# ---- vent_motor_sequencer_flat ----
### Placed standard cells, vent_motor_sequencer_flat

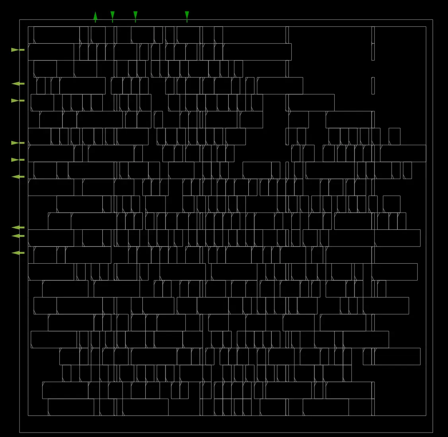

<file path="config.mk">
export PLATFORM = sky130hd
export DESIGN_NAME = vent_motor_sequencer_flat
export DESIGN_NICKNAME = d
export VERILOG_FILES = /design/src/rtl/vent_motor_sequencer_if.sv /design/src/rtl/vent_motor_sequencer.sv /design/src/flat_wrapper.sv
export SDC_FILE = /design/constraint.sdc
export NUM_CORES = 1
export LEC_CHECK = 0
export ABC_AREA = 1
export CAP_MARGIN = 5
export CORE_UTILIZATION = 58
export CTS_BUF_LIST = sky130_fd_sc_hd__clkbuf_4 sky130_fd_sc_hd__clkbuf_8 sky130_fd_sc_hd__clkbuf_16
export CTS_CLUSTER_SIZE = 40
export DETAILED_ROUTE_END_ITERATION = 8
export PLACE_DENSITY = 0.84
export SLEW_MARGIN = 0
export SYNTH_ARGS = -nofsm -noshare
export SYNTH_HDL_FRONTEND = slang
export SYNTH_SLANG_ARGS = --single-unit
</file>
<file path="constraint.sdc">
create_clock -name clk -period 3.1 [get_ports clk]
set_input_delay 0.31 -clock clk [delete_from_list [all_inputs] [get_ports clk]]
set_output_delay 0.31 -clock clk [all_outputs]
set_load 0.02 [all_outputs]
</file>
<file path="src/rtl/vent_motor_sequencer_if.sv">
// Control/status bundle between the gas-leak logic, limit switches and the vent motor sequencer.
// slave = sequencer side, master = the environment driving alarm/limits and reading move/status.
interface vent_motor_sequencer_if;
    logic       ena;
    logic       gas_alarm;
    logic       lim_open;
    logic       lim_closed;
    logic       clear_fault;
    logic [1:0] move;
    logic       busy;
    logic       fault;
    logic [1:0] pos_state;

    modport slave (
        input  ena, gas_alarm, lim_open, lim_closed, clear_fault,
        output move, busy, fault, pos_state
    );

    modport master (
        output ena, gas_alarm, lim_open, lim_closed, clear_fault,
        input  move, busy, fault, pos_state
    );
endinterface

</file>
<file path="src/rtl/vent_motor_sequencer.sv">
// Vent motor sequencer: alarm -> target position, dead-time before every start, limit stop, fault latch.
// All outputs registered, one cycle after the sampled inputs; no backpressure, inputs are sampled every cycle.
module vent_motor_sequencer #(
    parameter int DEAD_CYCLES    = 50_000,
    parameter int TIMEOUT_CYCLES = 250_000_000,
    parameter int CNT_W          = 28
) (
    input  logic                    clk,
    input  logic                    rst_n,
    vent_motor_sequencer_if.slave   bus
);
    typedef enum logic [2:0] {IDLE, DEAD, OPENING, CLOSING, FAULT} state_t;

    localparam logic [CNT_W-1:0] CNT_MAX      = '1;
    localparam logic [CNT_W-1:0] CNT_ONE      = {{(CNT_W-1){1'b0}}, 1'b1};
    localparam logic [CNT_W-1:0] DEAD_LAST    = (DEAD_CYCLES    == 0) ? '0 : CNT_W'(DEAD_CYCLES - 1);
    localparam logic [CNT_W-1:0] TIMEOUT_LAST = (TIMEOUT_CYCLES == 0) ? '0 : CNT_W'(TIMEOUT_CYCLES - 1);

    state_t           state_q, state_d;
    logic             dir_q, dir_d;          // 1 = open, 0 = close
    logic [CNT_W-1:0] cnt_q;
    logic             cnt_clr;
    logic [1:0]       pos_q, pos_d;
    logic [1:0]       move_q;
    logic             busy_q, fault_q;
    logic             both, tgt_open, moving;

    assign both     = bus.lim_open & bus.lim_closed;
    assign tgt_open = bus.gas_alarm;
    assign moving   = (state_q == OPENING) || (state_q == CLOSING);

    always_comb begin
        state_d = state_q;
        dir_d   = dir_q;
        cnt_clr = 1'b0;
        if (state_q == FAULT) begin
            if (bus.clear_fault) state_d = IDLE;
        end else if (both) begin
            state_d = FAULT;
        end else if (!bus.ena) begin
            state_d = IDLE;
        end else begin
            case (state_q)
                IDLE: begin
                    if (tgt_open && !bus.lim_open) begin
                        state_d = DEAD; dir_d = 1'b1; cnt_clr = 1'b1;
                    end else if (!tgt_open && !bus.lim_closed) begin
                        state_d = DEAD; dir_d = 1'b0; cnt_clr = 1'b1;
                    end
                end
                DEAD: begin
                    // A target change restarts the full dead-time in the new direction.
                    if (tgt_open != dir_q) begin
                        dir_d = tgt_open; cnt_clr = 1'b1;
                    end else if (cnt_q >= DEAD_LAST) begin
                        state_d = dir_q ? OPENING : CLOSING; cnt_clr = 1'b1;
                    end
                end
                OPENING: begin
                    if (bus.lim_open)            state_d = IDLE;
                    else if (!tgt_open)          begin state_d = DEAD; dir_d = 1'b0; cnt_clr = 1'b1; end
                    else if (cnt_q >= TIMEOUT_LAST) state_d = FAULT;
                end
                CLOSING: begin
                    if (bus.lim_closed)          state_d = IDLE;
                    else if (tgt_open)           begin state_d = DEAD; dir_d = 1'b1; cnt_clr = 1'b1; end
                    else if (cnt_q >= TIMEOUT_LAST) state_d = FAULT;
                end
                default: state_d = IDLE;
            endcase
        end
    end

    // Inconsistent limits or a fresh fault make the position unknown; otherwise track the switches.
    always_comb begin
        pos_d = pos_q;
        if (both || (state_d == FAULT && state_q != FAULT)) pos_d = 2'b00;
        else if (bus.lim_closed)                             pos_d = 2'b01;
        else if (bus.lim_open)                               pos_d = 2'b10;
        else if (moving)                                     pos_d = 2'b00;
    end

    always_ff @(posedge clk) begin
        if (!rst_n) begin
            state_q <= IDLE;
            dir_q   <= 1'b1;
            cnt_q   <= '0;
            pos_q   <= 2'b00;
            move_q  <= 2'b00;
            busy_q  <= 1'b0;
            fault_q <= 1'b0;
        end else begin
            state_q <= state_d;
            dir_q   <= dir_d;
            if (cnt_clr)               cnt_q <= '0;
            else if (cnt_q != CNT_MAX) cnt_q <= cnt_q + CNT_ONE;
            pos_q   <= pos_d;
            move_q  <= (state_d == OPENING) ? 2'b10 : (state_d == CLOSING) ? 2'b01 : 2'b00;
            busy_q  <= (state_d == DEAD) || (state_d == OPENING) || (state_d == CLOSING);
            fault_q <= (state_d == FAULT);
        end
    end

    assign bus.move      = move_q;
    assign bus.busy      = busy_q;
    assign bus.fault     = fault_q;
    assign bus.pos_state = pos_q;
endmodule

</file>
<file path="src/flat_wrapper.sv">
// flat-port wrapper written by rule: the top's interface ports become plain ports
module vent_motor_sequencer_flat 
#(
    parameter int DEAD_CYCLES    = 50_000,
    parameter int TIMEOUT_CYCLES = 250_000_000,
    parameter int CNT_W          = 28
)
  (clk, rst_n, bus_ena, bus_gas_alarm, bus_lim_open, bus_lim_closed, bus_clear_fault, bus_move, bus_busy, bus_fault, bus_pos_state);
  vent_motor_sequencer_if bus_i ();
  input  logic clk;
  input  logic rst_n;
  input wire logic [$bits(bus_i.ena)-1:0] bus_ena;
  input wire logic [$bits(bus_i.gas_alarm)-1:0] bus_gas_alarm;
  input wire logic [$bits(bus_i.lim_open)-1:0] bus_lim_open;
  input wire logic [$bits(bus_i.lim_closed)-1:0] bus_lim_closed;
  input wire logic [$bits(bus_i.clear_fault)-1:0] bus_clear_fault;
  output wire logic [$bits(bus_i.move)-1:0] bus_move;
  output wire logic [$bits(bus_i.busy)-1:0] bus_busy;
  output wire logic [$bits(bus_i.fault)-1:0] bus_fault;
  output wire logic [$bits(bus_i.pos_state)-1:0] bus_pos_state;
  assign bus_i.ena = bus_ena;
  assign bus_i.gas_alarm = bus_gas_alarm;
  assign bus_i.lim_open = bus_lim_open;
  assign bus_i.lim_closed = bus_lim_closed;
  assign bus_i.clear_fault = bus_clear_fault;
  assign bus_move = bus_i.move;
  assign bus_busy = bus_i.busy;
  assign bus_fault = bus_i.fault;
  assign bus_pos_state = bus_i.pos_state;
  vent_motor_sequencer #(.DEAD_CYCLES(DEAD_CYCLES), .TIMEOUT_CYCLES(TIMEOUT_CYCLES), .CNT_W(CNT_W)) u_core (.clk(clk), .rst_n(rst_n), .bus(bus_i));
endmodule
</file>
# ---- uart_rx_deser ----
`src/rtl/uart_rx_deser.sv`:
```
// UART receive deserializer: 2-flop rx synchronizer, 16x oversampled framing FSM, and a valid/ready output register.
// Optional macro UART_RX_RTS_EN adds flow_control input and registered rts_n output.
module uart_rx_deser #(
   parameter int DATA_BITS  = 8,
   parameter int OVERSAMPLE = 16,
   parameter int DIV_W      = 16
) (
   input  logic                 clk,
   input  logic                 rst,
   input  logic [DIV_W-1:0]     divider,
   input  logic                 rx_en,
   input  logic                 parity_en,
   input  logic                 parity_odd,
   input  logic                 flush_rx,
   input  logic                 rx,
`ifdef UART_RX_RTS_EN
   input  logic                 flow_control,
   output logic                 rts_n,
`endif
   output logic [DATA_BITS-1:0] out_data,
   output logic                 out_parity_err,
   output logic                 out_framing_err,
   output logic                 out_valid,
   input  logic                 out_ready,
   output logic                 overrun_error,
   output logic                 busy
);

   localparam int SW = $clog2(OVERSAMPLE);
   localparam int BW = $clog2(DATA_BITS + 1);
   localparam logic [SW-1:0] HALF_LAST = SW'(OVERSAMPLE / 2 - 1);
   localparam logic [SW-1:0] FULL_LAST = SW'(OVERSAMPLE - 1);
   localparam logic [BW-1:0] BITS_LAST = BW'(DATA_BITS - 1);

   typedef enum logic [2:0] {IDLE, START, DATA, PARITY, STOP} state_t;

   state_t               state_q, state_d;
   logic                 rx_meta_q, rx_meta_d;
   logic                 rx_s_q, rx_s_d;
   logic [DIV_W-1:0]     tick_cnt_q, tick_cnt_d;
   logic [DIV_W-1:0]     div_q, div_d;
   logic [SW-1:0]        samp_cnt_q, samp_cnt_d;
   logic [BW-1:0]        bit_idx_q, bit_idx_d;
   logic [DATA_BITS-1:0] shift_q, shift_d;
   logic                 par_err_q, par_err_d;
   logic [DATA_BITS-1:0] out_data_q, out_data_d;
   logic                 out_perr_q, out_perr_d;
   logic                 out_ferr_q, out_ferr_d;
   logic                 out_valid_q, out_valid_d;
   logic                 overrun_q, overrun_d;
`ifdef UART_RX_RTS_EN
   logic                 rts_n_q, rts_n_d;
`endif

   logic tick;
   logic samp_last;
   logic complete;

   always_comb begin
      state_d     = state_q;
      rx_meta_d   = rx;
      rx_s_d      = rx_meta_q;
      tick_cnt_d  = tick_cnt_q;
      div_d       = div_q;
      samp_cnt_d  = samp_cnt_q;
      bit_idx_d   = bit_idx_q;
      shift_d     = shift_q;
      par_err_d   = par_err_q;
      out_data_d  = out_data_q;
      out_perr_d  = out_perr_q;
      out_ferr_d  = out_ferr_q;
      out_valid_d = out_valid_q;
      overrun_d   = 1'b0;
      complete    = 1'b0;

      // The divider is captured only while idle or at a wrap, so a change never truncates a tick period.
      tick = (state_q != IDLE) && (tick_cnt_q == div_q);
      if (state_q == IDLE || tick) begin
         tick_cnt_d = '0;
         div_d      = divider;
      end else begin
         tick_cnt_d = tick_cnt_q + 1'b1;
      end

      samp_last = tick && (samp_cnt_q == ((state_q == START) ? HALF_LAST : FULL_LAST));
      if (tick) samp_cnt_d = samp_last ? '0 : samp_cnt_q + 1'b1;

      case (state_q)
         IDLE: begin
            if (rx_en && !rx_s_q) begin
               state_d    = START;
               samp_cnt_d = '0;
               par_err_d  = 1'b0;
            end
         end
         START: begin
            if (samp_last) begin
               state_d   = rx_s_q ? IDLE : DATA;
               bit_idx_d = '0;
            end
         end
         DATA: begin
            if (samp_last) begin
               shift_d = {rx_s_q, shift_q[DATA_BITS-1:1]};
               if (bit_idx_q == BITS_LAST) state_d = parity_en ? PARITY : STOP;
               else                        bit_idx_d = bit_idx_q + 1'b1;
            end
         end
         PARITY: begin
            if (samp_last) begin
               par_err_d = (^shift_q) ^ rx_s_q ^ parity_odd;
               state_d   = STOP;
            end
         end
         STOP: begin
            if (samp_last) begin
               complete = 1'b1;
               state_d  = IDLE;
            end
         end
         default: state_d = IDLE;
      endcase

      if (!rx_en) begin
         state_d  = IDLE;
         complete = 1'b0;
      end

      // A word completing while the previous one is still unaccepted is dropped, never overwritten.
      if (flush_rx) begin
         state_d     = IDLE;
         tick_cnt_d  = '0;
         out_data_d  = '0;
         out_perr_d  = 1'b0;
         out_ferr_d  = 1'b0;
         out_valid_d = 1'b0;
      end else if (complete) begin
         if (!out_valid_q || out_ready) begin
            out_data_d  = shift_q;
            out_perr_d  = parity_en & par_err_q;
            out_ferr_d  = ~rx_s_q;
            out_valid_d = 1'b1;
         end else begin
            overrun_d = 1'b1;
         end
      end else if (out_valid_q && out_ready) begin
         out_valid_d = 1'b0;
      end

`ifdef UART_RX_RTS_EN
      rts_n_d = flow_control & out_valid_q;
`endif
   end

   always_ff @(posedge clk or posedge rst) begin
      if (rst) begin
         state_q     <= IDLE;
         rx_meta_q   <= 1'b1;
         rx_s_q      <= 1'b1;
         tick_cnt_q  <= '0;
         div_q       <= '0;
         samp_cnt_q  <= '0;
         bit_idx_q   <= '0;
         shift_q     <= '0;
         par_err_q   <= 1'b0;
         out_data_q  <= '0;
         out_perr_q  <= 1'b0;
         out_ferr_q  <= 1'b0;
         out_valid_q <= 1'b0;
         overrun_q   <= 1'b0;
`ifdef UART_RX_RTS_EN
         rts_n_q     <= 1'b1;
`endif
      end else begin
         state_q     <= state_d;
         rx_meta_q   <= rx_meta_d;
         rx_s_q      <= rx_s_d;
         tick_cnt_q  <= tick_cnt_d;
         div_q       <= div_d;
         samp_cnt_q  <= samp_cnt_d;
         bit_idx_q   <= bit_idx_d;
         shift_q     <= shift_d;
         par_err_q   <= par_err_d;
         out_data_q  <= out_data_d;
         out_perr_q  <= out_perr_d;
         out_ferr_q  <= out_ferr_d;
         out_valid_q <= out_valid_d;
         overrun_q   <= overrun_d;
`ifdef UART_RX_RTS_EN
         rts_n_q     <= rts_n_d;
`endif
      end
   end

   assign out_data        = out_data_q;
   assign out_parity_err  = out_perr_q;
   assign out_framing_err = out_ferr_q;
   assign out_valid       = out_valid_q;
   assign overrun_error   = overrun_q;
   assign busy            = (state_q != IDLE);
`ifdef UART_RX_RTS_EN
   assign rts_n           = rts_n_q;
`endif

endmodule

```
`config.mk`:
```
export PLATFORM = sky130hd
export DESIGN_NAME = uart_rx_deser
export DESIGN_NICKNAME = d
export VERILOG_FILES = /design/src/rtl/uart_rx_deser.sv
export SDC_FILE = /design/constraint.sdc
export NUM_CORES = 1
export LEC_CHECK = 0
export CAP_MARGIN = 30
export CORE_MARGIN = 4
export CORE_UTILIZATION = 51
export CTS_CLUSTER_DIAMETER = 50
export DETAILED_ROUTE_END_ITERATION = 16
export GPL_TIMING_DRIVEN = 0
export PLACE_DENSITY = 0.76
export SLEW_MARGIN = 20
export SYNTH_ARGS = -nofsm -noshare
export SYNTH_HDL_FRONTEND = slang
export SYNTH_SLANG_ARGS = --single-unit
```
`constraint.sdc`:
```
create_clock -name clk -period 1.9 [get_ports clk]
set_input_delay 0.38 -clock clk [delete_from_list [all_inputs] [get_ports clk]]
set_output_delay 0.38 -clock clk [all_outputs]
set_load 0.01 [all_outputs]
```

==> gallery <==
The metal 2 layer.
Cells faint in the background.
image #1
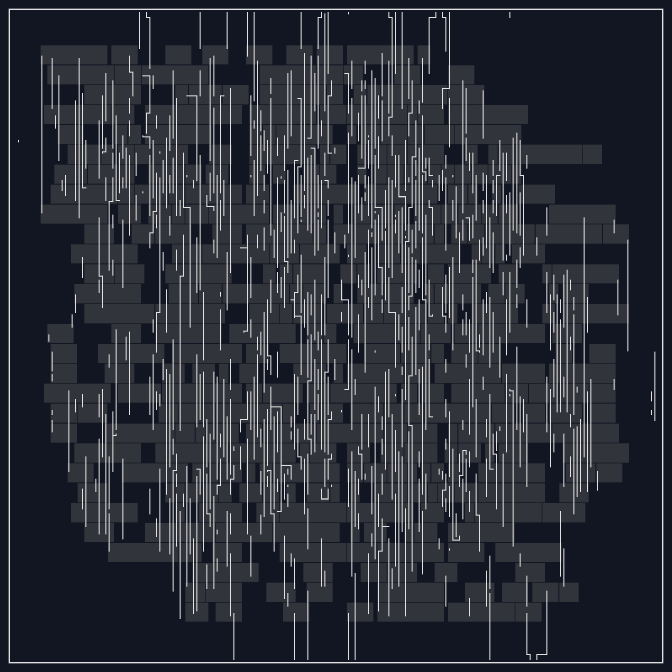
image #2
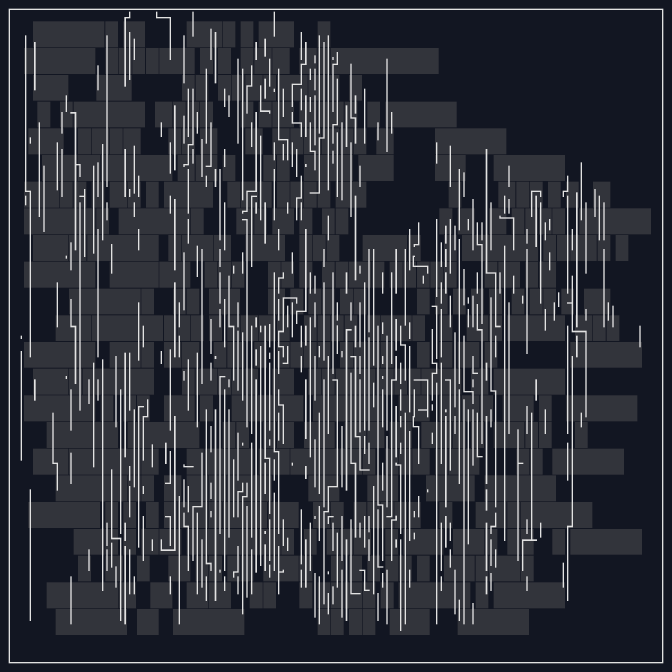
vent_motor_sequencer_flat -> image #2
uart_rx_deser -> image #1

Key to image #2:
The layer carries 2510 um of wire. The longest straight run is 29.9 um. 315 nets have wire on it. The layer holds 45% of the routed length. The wires run mostly vertical.

### Clock wires, drivers and flops, vent_motor_sequencer_flat

Bar = 20 um.
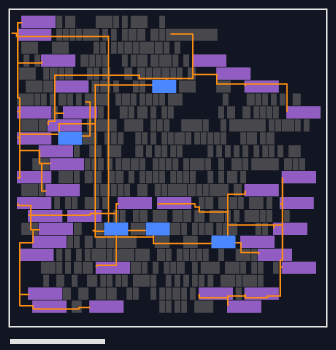
Orange stands for clock wires, length 508 um. Blue stands for clock drivers, count 5. Purple stands for flip-flops, count 38.
There are 6 routed clock nets. Position of the flops: spread over the die.

## Picture notes: 'Placed standard cells' of vent_motor_sequencer_flat
Cell Rows: 23
sequential share of cell area: 28.6%

==> flow_summary.ini, vent_motor_sequencer_flat <==
; physical design summary
[clock_tree]
cts_buffers = 5
cts_max_level = 2

[synthesis]
netlist_logic_family_top = simple AND/OR/NAND/NOR gates
synth_cell_type_count = 33
largest_area_cell = dfxtp_1
synth_chip_area_mm2 = 0.00241
adder_share_pct = 0.520

[place]
placed_area_mm2 = 0.00255

[critical_path]
r2r_end = u_core.cnt_q[2]
crit_type = register to register
cp-start-kind = register

[job]
warnings = 26

[power_and_ir_drop]
powerClk_uw = 430

[run_status]
status = finished clean

[sta]
finalSetupViolations = 0

[drt]
drt_wl_total_um = 5640

[layout]
nets = 398
==> vent_motor_sequencer_flat: worst max-delay path by stage <==
stage | startpoint | endpoint | cells past startpoint
2_1_floorplan | u_core.cnt_q[0] | u_core.cnt_q[14] | 13
3_3_place_gp | bus_gas_alarm | u_core.cnt_q[2] | 10
3_5_place_dp | bus_gas_alarm | u_core.cnt_q[2] | 10
4_1_cts | u_core.cnt_q[0] | u_core.cnt_q[2] | 12
5_1_grt | u_core.cnt_q[0] | u_core.cnt_q[2] | 12
6_report | u_core.cnt_q[0] | u_core.cnt_q[2] | 12
### Placed standard cells, uart_rx_deser

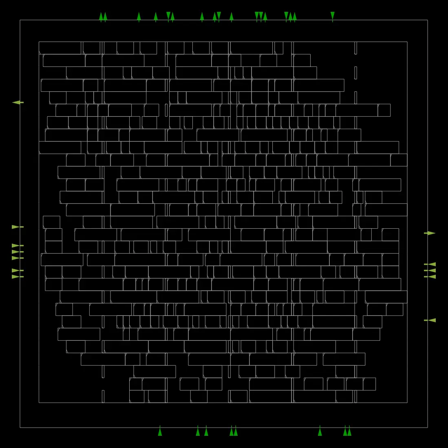
fillcell total: 419
Cell Count, Final, Fillers Out: 454
Core Footprint: 0.00635 mm^2
registers: 66

==> flow_summary.ini, uart_rx_deser <==
; physical design summary
[global_routing]
grt_util_all_layers_pct = 21.7
grt_pass1_wl_um = 13000
grt_start_max_net_pins = 36

[power_and_ir_drop]
power_mw = 3.06
seq_power_mw = 1.47
powerClk_mw = 1.32
clkPwrFrac_pct = 43.1
p_per_area_mw_per_mm2 = 675
leakagePower_nw = 1.92
p_sw_share_pct = 23.1
vdd_ir_drop_max_mv = 0.604
power-top-group = sequential cells

[run_status]
status = finished with violations
violations = negative setup slack

[drt]
route.detailed.drc = 0
drtIter0Drc = 206
via_per_inst = 5.82

[layout]
nets = 399
regArea_mm2 = 0.00166
antenna_cells = 0
seq-cell-share_pct = 36.6
fin_util_pct = 71.3
nNonClkInverters = 10
num-clock-buffers = 11
mostFrequentLayoutCells = 60 x dfrtp_1, 35 x clkdlybuf4s50_1, 25 x mux2_2
final_cell_area_mm2 = 0.00453
drive_gt1_share_pct = 30.2

[synthesis]
yosysMostFrequentCell = dfrtp_1
ys_sh_aoi_pct = 8.10
adder_share_pct = 1.12
ys_sh_mux_pct = 9.29
common_cells = 64 x dfrtp_1, 25 x mux2_2, 25 x xor2_1
syn_avg_cell_area_um2 = 10.9
synth-async-reset-ratio_pct = 100
synthFlopType = dfrtp_1
synthCells = 307
ys_warn_count = 0
largest_area_cell = dfrtp_1
synth_chip_area_mm2 = 0.00335
synth-edff-count = 0
syn_area_mm2 = 0.00335

[clock_tree]
cts_resized = 54
worstSkewPairLatency_ns = 0.35
cts.path.max_buffers = 2
cts_tree = done
clk_pin_slew_ns = 0.07

[sta]
fmax_ghz = 0.504
worst_slew_pin_slew_ns = 0.890
fin_hold_ws_ns = 0.357
max_slew_margin_pct = 40.7
rsz0062_at_grt = true
finalSetupViolations = 39
finalCritPeriodShare_pct = 104
setup_ws_ns = -0.0841
min_period_ns = 1.98

[place]
io_buffers = 36
placed_cells = 421
placed_area_mm2 = 0.00383
detailed_place_hpwl_um = 5040
pre_cts_ws_ns = -0.491

[floorplan]
taps = 77
die_h_um = 89.1
fp.dieW_um = 89.1
dieArea_mm2 = 0.00794
num_io_pins = 37
initCoreUtil_pct = 52.8

[critical_path]
r2r_cells = 7
cp.arrival_ns = 2.20

[min_path]
worstHoldPathCells = 0
-- uart_rx_deser: per-layer routing --
layer	routed length, um	GRT usage (%)	vias to the layer above
met5	0	0	-
met4	212	11.8	0
met2	3850	33.6	67
li1	-	-	1235
met3	337	3.41	18
met1	3530	29.3	1322
-- uart_rx_deser: worst max-delay path: stages (launching register included) --
cell     delay (ns)
dfrtp_2        0.45
xor2_2         0.20
nor4_4         0.32
buf_4          0.18
nand4_4        0.16
buf_6          0.20
o31ai_2        0.24
a21oi_1        0.10

# ---- inst_fetch ----
### Clock wires, drivers and flops, inst_fetch

Bar = 50 um.
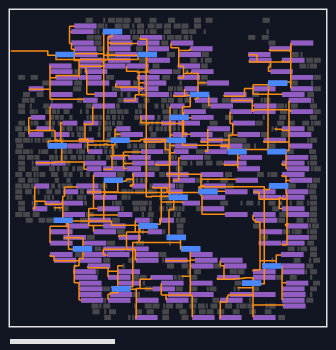
===== config.mk =====
export PLATFORM = sky130hd
export DESIGN_NAME = inst_fetch
export DESIGN_NICKNAME = d
export VERILOG_FILES = /design/src/rtl/fetch_pkg.sv /design/src/rtl/fetch_fifo.sv /design/src/rtl/inst_fetch.sv
export SDC_FILE = /design/constraint.sdc
export NUM_CORES = 1
export LEC_CHECK = 0
export ABC_CLOCK_PERIOD_IN_PS = 7700
export CORE_MARGIN = 2
export CORE_UTILIZATION = 42
export CTS_BUF_LIST = sky130_fd_sc_hd__clkbuf_16
export DETAILED_ROUTE_END_ITERATION = 7
export GPL_ROUTABILITY_DRIVEN = 0
export PLACE_DENSITY = 0.75
export RECOVER_POWER = 100
export SYNTH_ARGS = -nofsm -noshare
export SYNTH_HDL_FRONTEND = slang
export SYNTH_SLANG_ARGS = --single-unit

===== constraint.sdc =====
create_clock -name clk -period 7.7 [get_ports clk]
set_input_delay 0.77 -clock clk [delete_from_list [all_inputs] [get_ports clk]]
set_output_delay 0.77 -clock clk [all_outputs]
set_load 0.005 [all_outputs]

===== src/rtl/fetch_pkg.sv =====
// fetch_pkg: shared types and constants for the instruction fetch stage
package fetch_pkg;
    localparam int XLEN = 32;
    localparam logic [XLEN-1:0] INST_NOP = 32'h0000_0013;
    typedef enum logic {FETCH, DRAIN} e_fetch_state;
endpackage


===== src/rtl/fetch_fifo.sv =====
// fetch_fifo: power-of-two FIFO with synchronous clear; head is read straight from storage
module fetch_fifo #(
    parameter int W     = 32,
    parameter int DEPTH = 2
) (
    input  logic                   clk,
    input  logic                   rst,
    input  logic                   clr,
    input  logic                   push,
    input  logic [W-1:0]           din,
    input  logic                   pop,
    output logic [W-1:0]           dout,
    output logic [$clog2(DEPTH):0] count
);
    localparam int AW = $clog2(DEPTH);
    localparam int CW = AW + 1;
    logic [W-1:0]  mem_q [DEPTH];
    logic [AW-1:0] wr_q, wr_d, rd_q, rd_d;
    logic [CW-1:0] count_q, count_d;
    logic          do_pop;
    always_comb begin
        do_pop  = pop && count_q != '0;
        wr_d    = clr ? '0 : wr_q + AW'(push);
        rd_d    = clr ? '0 : rd_q + AW'(do_pop);
        count_d = clr ? '0 : count_q + CW'(push) - CW'(do_pop);
        dout    = mem_q[rd_q];
        count   = count_q;
    end
    always_ff @(posedge clk) begin
        if (rst) begin
            wr_q    <= '0;
            rd_q    <= '0;
            count_q <= '0;
        end else begin
            wr_q    <= wr_d;
            rd_q    <= rd_d;
            count_q <= count_d;
        end
        if (push && !clr) mem_q[wr_q] <= din;
    end
    always_ff @(posedge clk)
        if (!rst && !clr && push && !do_pop) assert (count_q != CW'(DEPTH));
endmodule


===== src/rtl/inst_fetch.sv =====
// inst_fetch: PC owner issuing word reads and queueing returned instructions toward decode
module inst_fetch
    import fetch_pkg::*;
#(
    parameter logic [XLEN-1:0] RESET_PC = 32'h0000_0000,
    parameter int              DEPTH    = 2
) (
    input  logic            clk,
    input  logic            rst,
    output logic            imem_req_valid,
    output logic [XLEN-1:0] imem_req_addr,
    input  logic            imem_req_ready,
    input  logic            imem_rsp_valid,
    input  logic [XLEN-1:0] imem_rsp_data,
    input  logic            redirect_valid,
    input  logic [XLEN-1:0] redirect_pc,
    output logic            inst_valid,
    input  logic            inst_ready,
    output logic [XLEN-1:0] inst_data,
    output logic [XLEN-1:0] inst_pc
);
    localparam int CW = $clog2(DEPTH) + 1;
    e_fetch_state      state_q, state_d;
    logic [XLEN-1:0]   pc_q, pc_d, tag_head;
    logic [2*XLEN-1:0] head;
    logic [CW-1:0]     count, outstanding, outstanding_d;
    logic              req_fire, rsp_take, push, pop;
    always_comb begin
        imem_req_valid = !rst && state_q == FETCH
                         && ({1'b0, outstanding} + {1'b0, count} < (CW+1)'(DEPTH));
        imem_req_addr  = pc_q;
        req_fire       = imem_req_valid && imem_req_ready;
        rsp_take       = imem_rsp_valid && outstanding != '0;
        push           = rsp_take && state_q == FETCH && !redirect_valid;
        inst_valid     = count != '0 && !redirect_valid;
        pop            = inst_valid && inst_ready;
        outstanding_d  = outstanding + CW'(req_fire) - CW'(rsp_take);
        pc_d           = redirect_valid ? {redirect_pc[XLEN-1:2], 2'b00}
                       : req_fire ? pc_q + 32'd4 : pc_q;
        // stale responses must drain before fetching resumes after a redirect
        state_d        = outstanding_d != '0 && (redirect_valid || state_q == DRAIN) ? DRAIN : FETCH;
        inst_data      = count != '0 ? head[2*XLEN-1:XLEN] : INST_NOP;
        inst_pc        = count != '0 ? head[XLEN-1:0] : RESET_PC;
    end
    always_ff @(posedge clk) begin
        if (rst) begin
            state_q <= FETCH;
            pc_q    <= RESET_PC;
        end else begin
            state_q <= state_d;
            pc_q    <= pc_d;
        end
    end
    // tag queue is never flushed: its occupancy is the outstanding-request count
    fetch_fifo #(.W(XLEN), .DEPTH(DEPTH)) u_tag_fifo (
        .clk   (clk),
        .rst   (rst),
        .clr   (1'b0),
        .push  (req_fire),
        .din   (pc_q),
        .pop   (imem_rsp_valid),
        .dout  (tag_head),
        .count (outstanding)
    );
    fetch_fifo #(.W(2*XLEN), .DEPTH(DEPTH)) u_inst_fifo (
        .clk   (clk),
        .rst   (rst),
        .clr   (redirect_valid),
        .push  (push),
        .din   ({imem_rsp_data, tag_head}),
        .pop   (pop),
        .dout  (head),
        .count (count)
    );
endmodule

==> flow_summary.ini <==
; physical design summary
[sta]
maxSlewViolCount = 129
rsz0062_at_grt = false
finalCritPeriodShare_pct = 69.0
fmax_ghz = 0.188
max_slew_margin_pct = -53.8

[place]
placed_cells = 1041
placed_area_mm2 = 0.0109

[floorplan]
taps = 275
dieArea_mm2 = 0.0226
initCoreUtil_pct = 42.8

[layout]
fin_util_pct = 54.9
num-nonclk-buffers = 171
logic_gates = 361
comb_share_pct = 21.7
combGateArea_mm2 = 0.00251
final_cell_area_mm2 = 0.0115
drive_gt1_share_pct = 5.70
n_fill_cell = 1736
mostFrequentLayoutCells = 184 x edfxtp_1, 127 x dlygate4sd3_1, 87 x nor2_1
regArea_mm2 = 0.00631
num-clock-buffers = 23

[job]
cap_violations = 4
warnings = 28

[global_routing]
grt_most_used_layer = met2
use_met2_pct = 29.2
grt_pass1_vias = 5407
grtUsageMet1_pct = 21.5
met3_usage_pct = 3.61

[drt]
route.detailed.drc = 0
wl_met3_um = 1420
postRouteAntennaNets = 0
drt_wl_total_um = 19100
via_per_inst = 5.08

[synthesis]
common_cells = 184 x edfxtp_1, 87 x nor2_1, 63 x mux2i_1
top_cell_area_share_pct = 61.4
xor_share_pct = 3.41
syn_avg_cell_area_um2 = 14.4
yosys_cells = 627

[critical_path]
worstPathMaxFanout = 20

[min_path]
worstHoldPathCells = 0

[clock_tree]
cts-root-buf = clkbuf_16
cts_buffers = 23
cts_max_level = 1

[run_status]
status = finished with violations
violations = max-capacitance violations, max-slew violations

[power_and_ir_drop]
p_sw_uw = 669
power_mw = 2.85
comb_power_uw = 359
pwr-share-seq_pct = 52.5
leakagePower_nw = 4.01
About 'Clock wires, drivers and flops' of inst_fetch:
Purple stands for flip-flops, count 223. Orange stands for clock wires, length 2480 um. Blue stands for clock drivers, count 23.
Position of the flops: spread over the die.

==> sequential cells by signal, summed over array words and instances (netlist names) <==
name / cells
state_q: 1
u_inst_fifo.wr_q: 1
imem_req_addr: 30
u_tag_fifo.mem_q: 60
u_tag_fifo.rd_q: 1
u_inst_fifo.count: 2
u_inst_fifo.rd_q: 1
u_tag_fifo.wr_q: 1
u_inst_fifo.mem_q: 124
u_tag_fifo.count: 2
==> worst max-delay path: stages (launching register included) <==
cell,delay [ns]
dfxtp_1,0.41
inv_1,0.10
nor2_1,0.15
fa_1,0.45
nor4_1,1.20
nand2_1,0.66
nor2_1,0.93
clkbuf_1,1.01


==> screenshots <==
Logic cells by family.
panel A
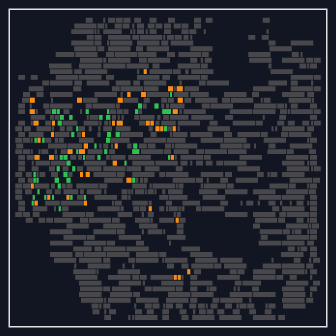
panel B
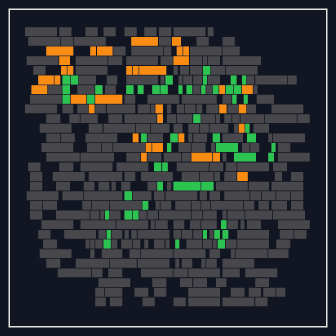
panel C
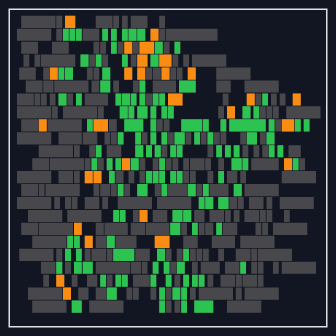
- most cells: panel A
panel C -> vent_motor_sequencer_flat
panel B -> uart_rx_deser
panel A -> inst_fetch

Power and IR drop assume default switching activity.
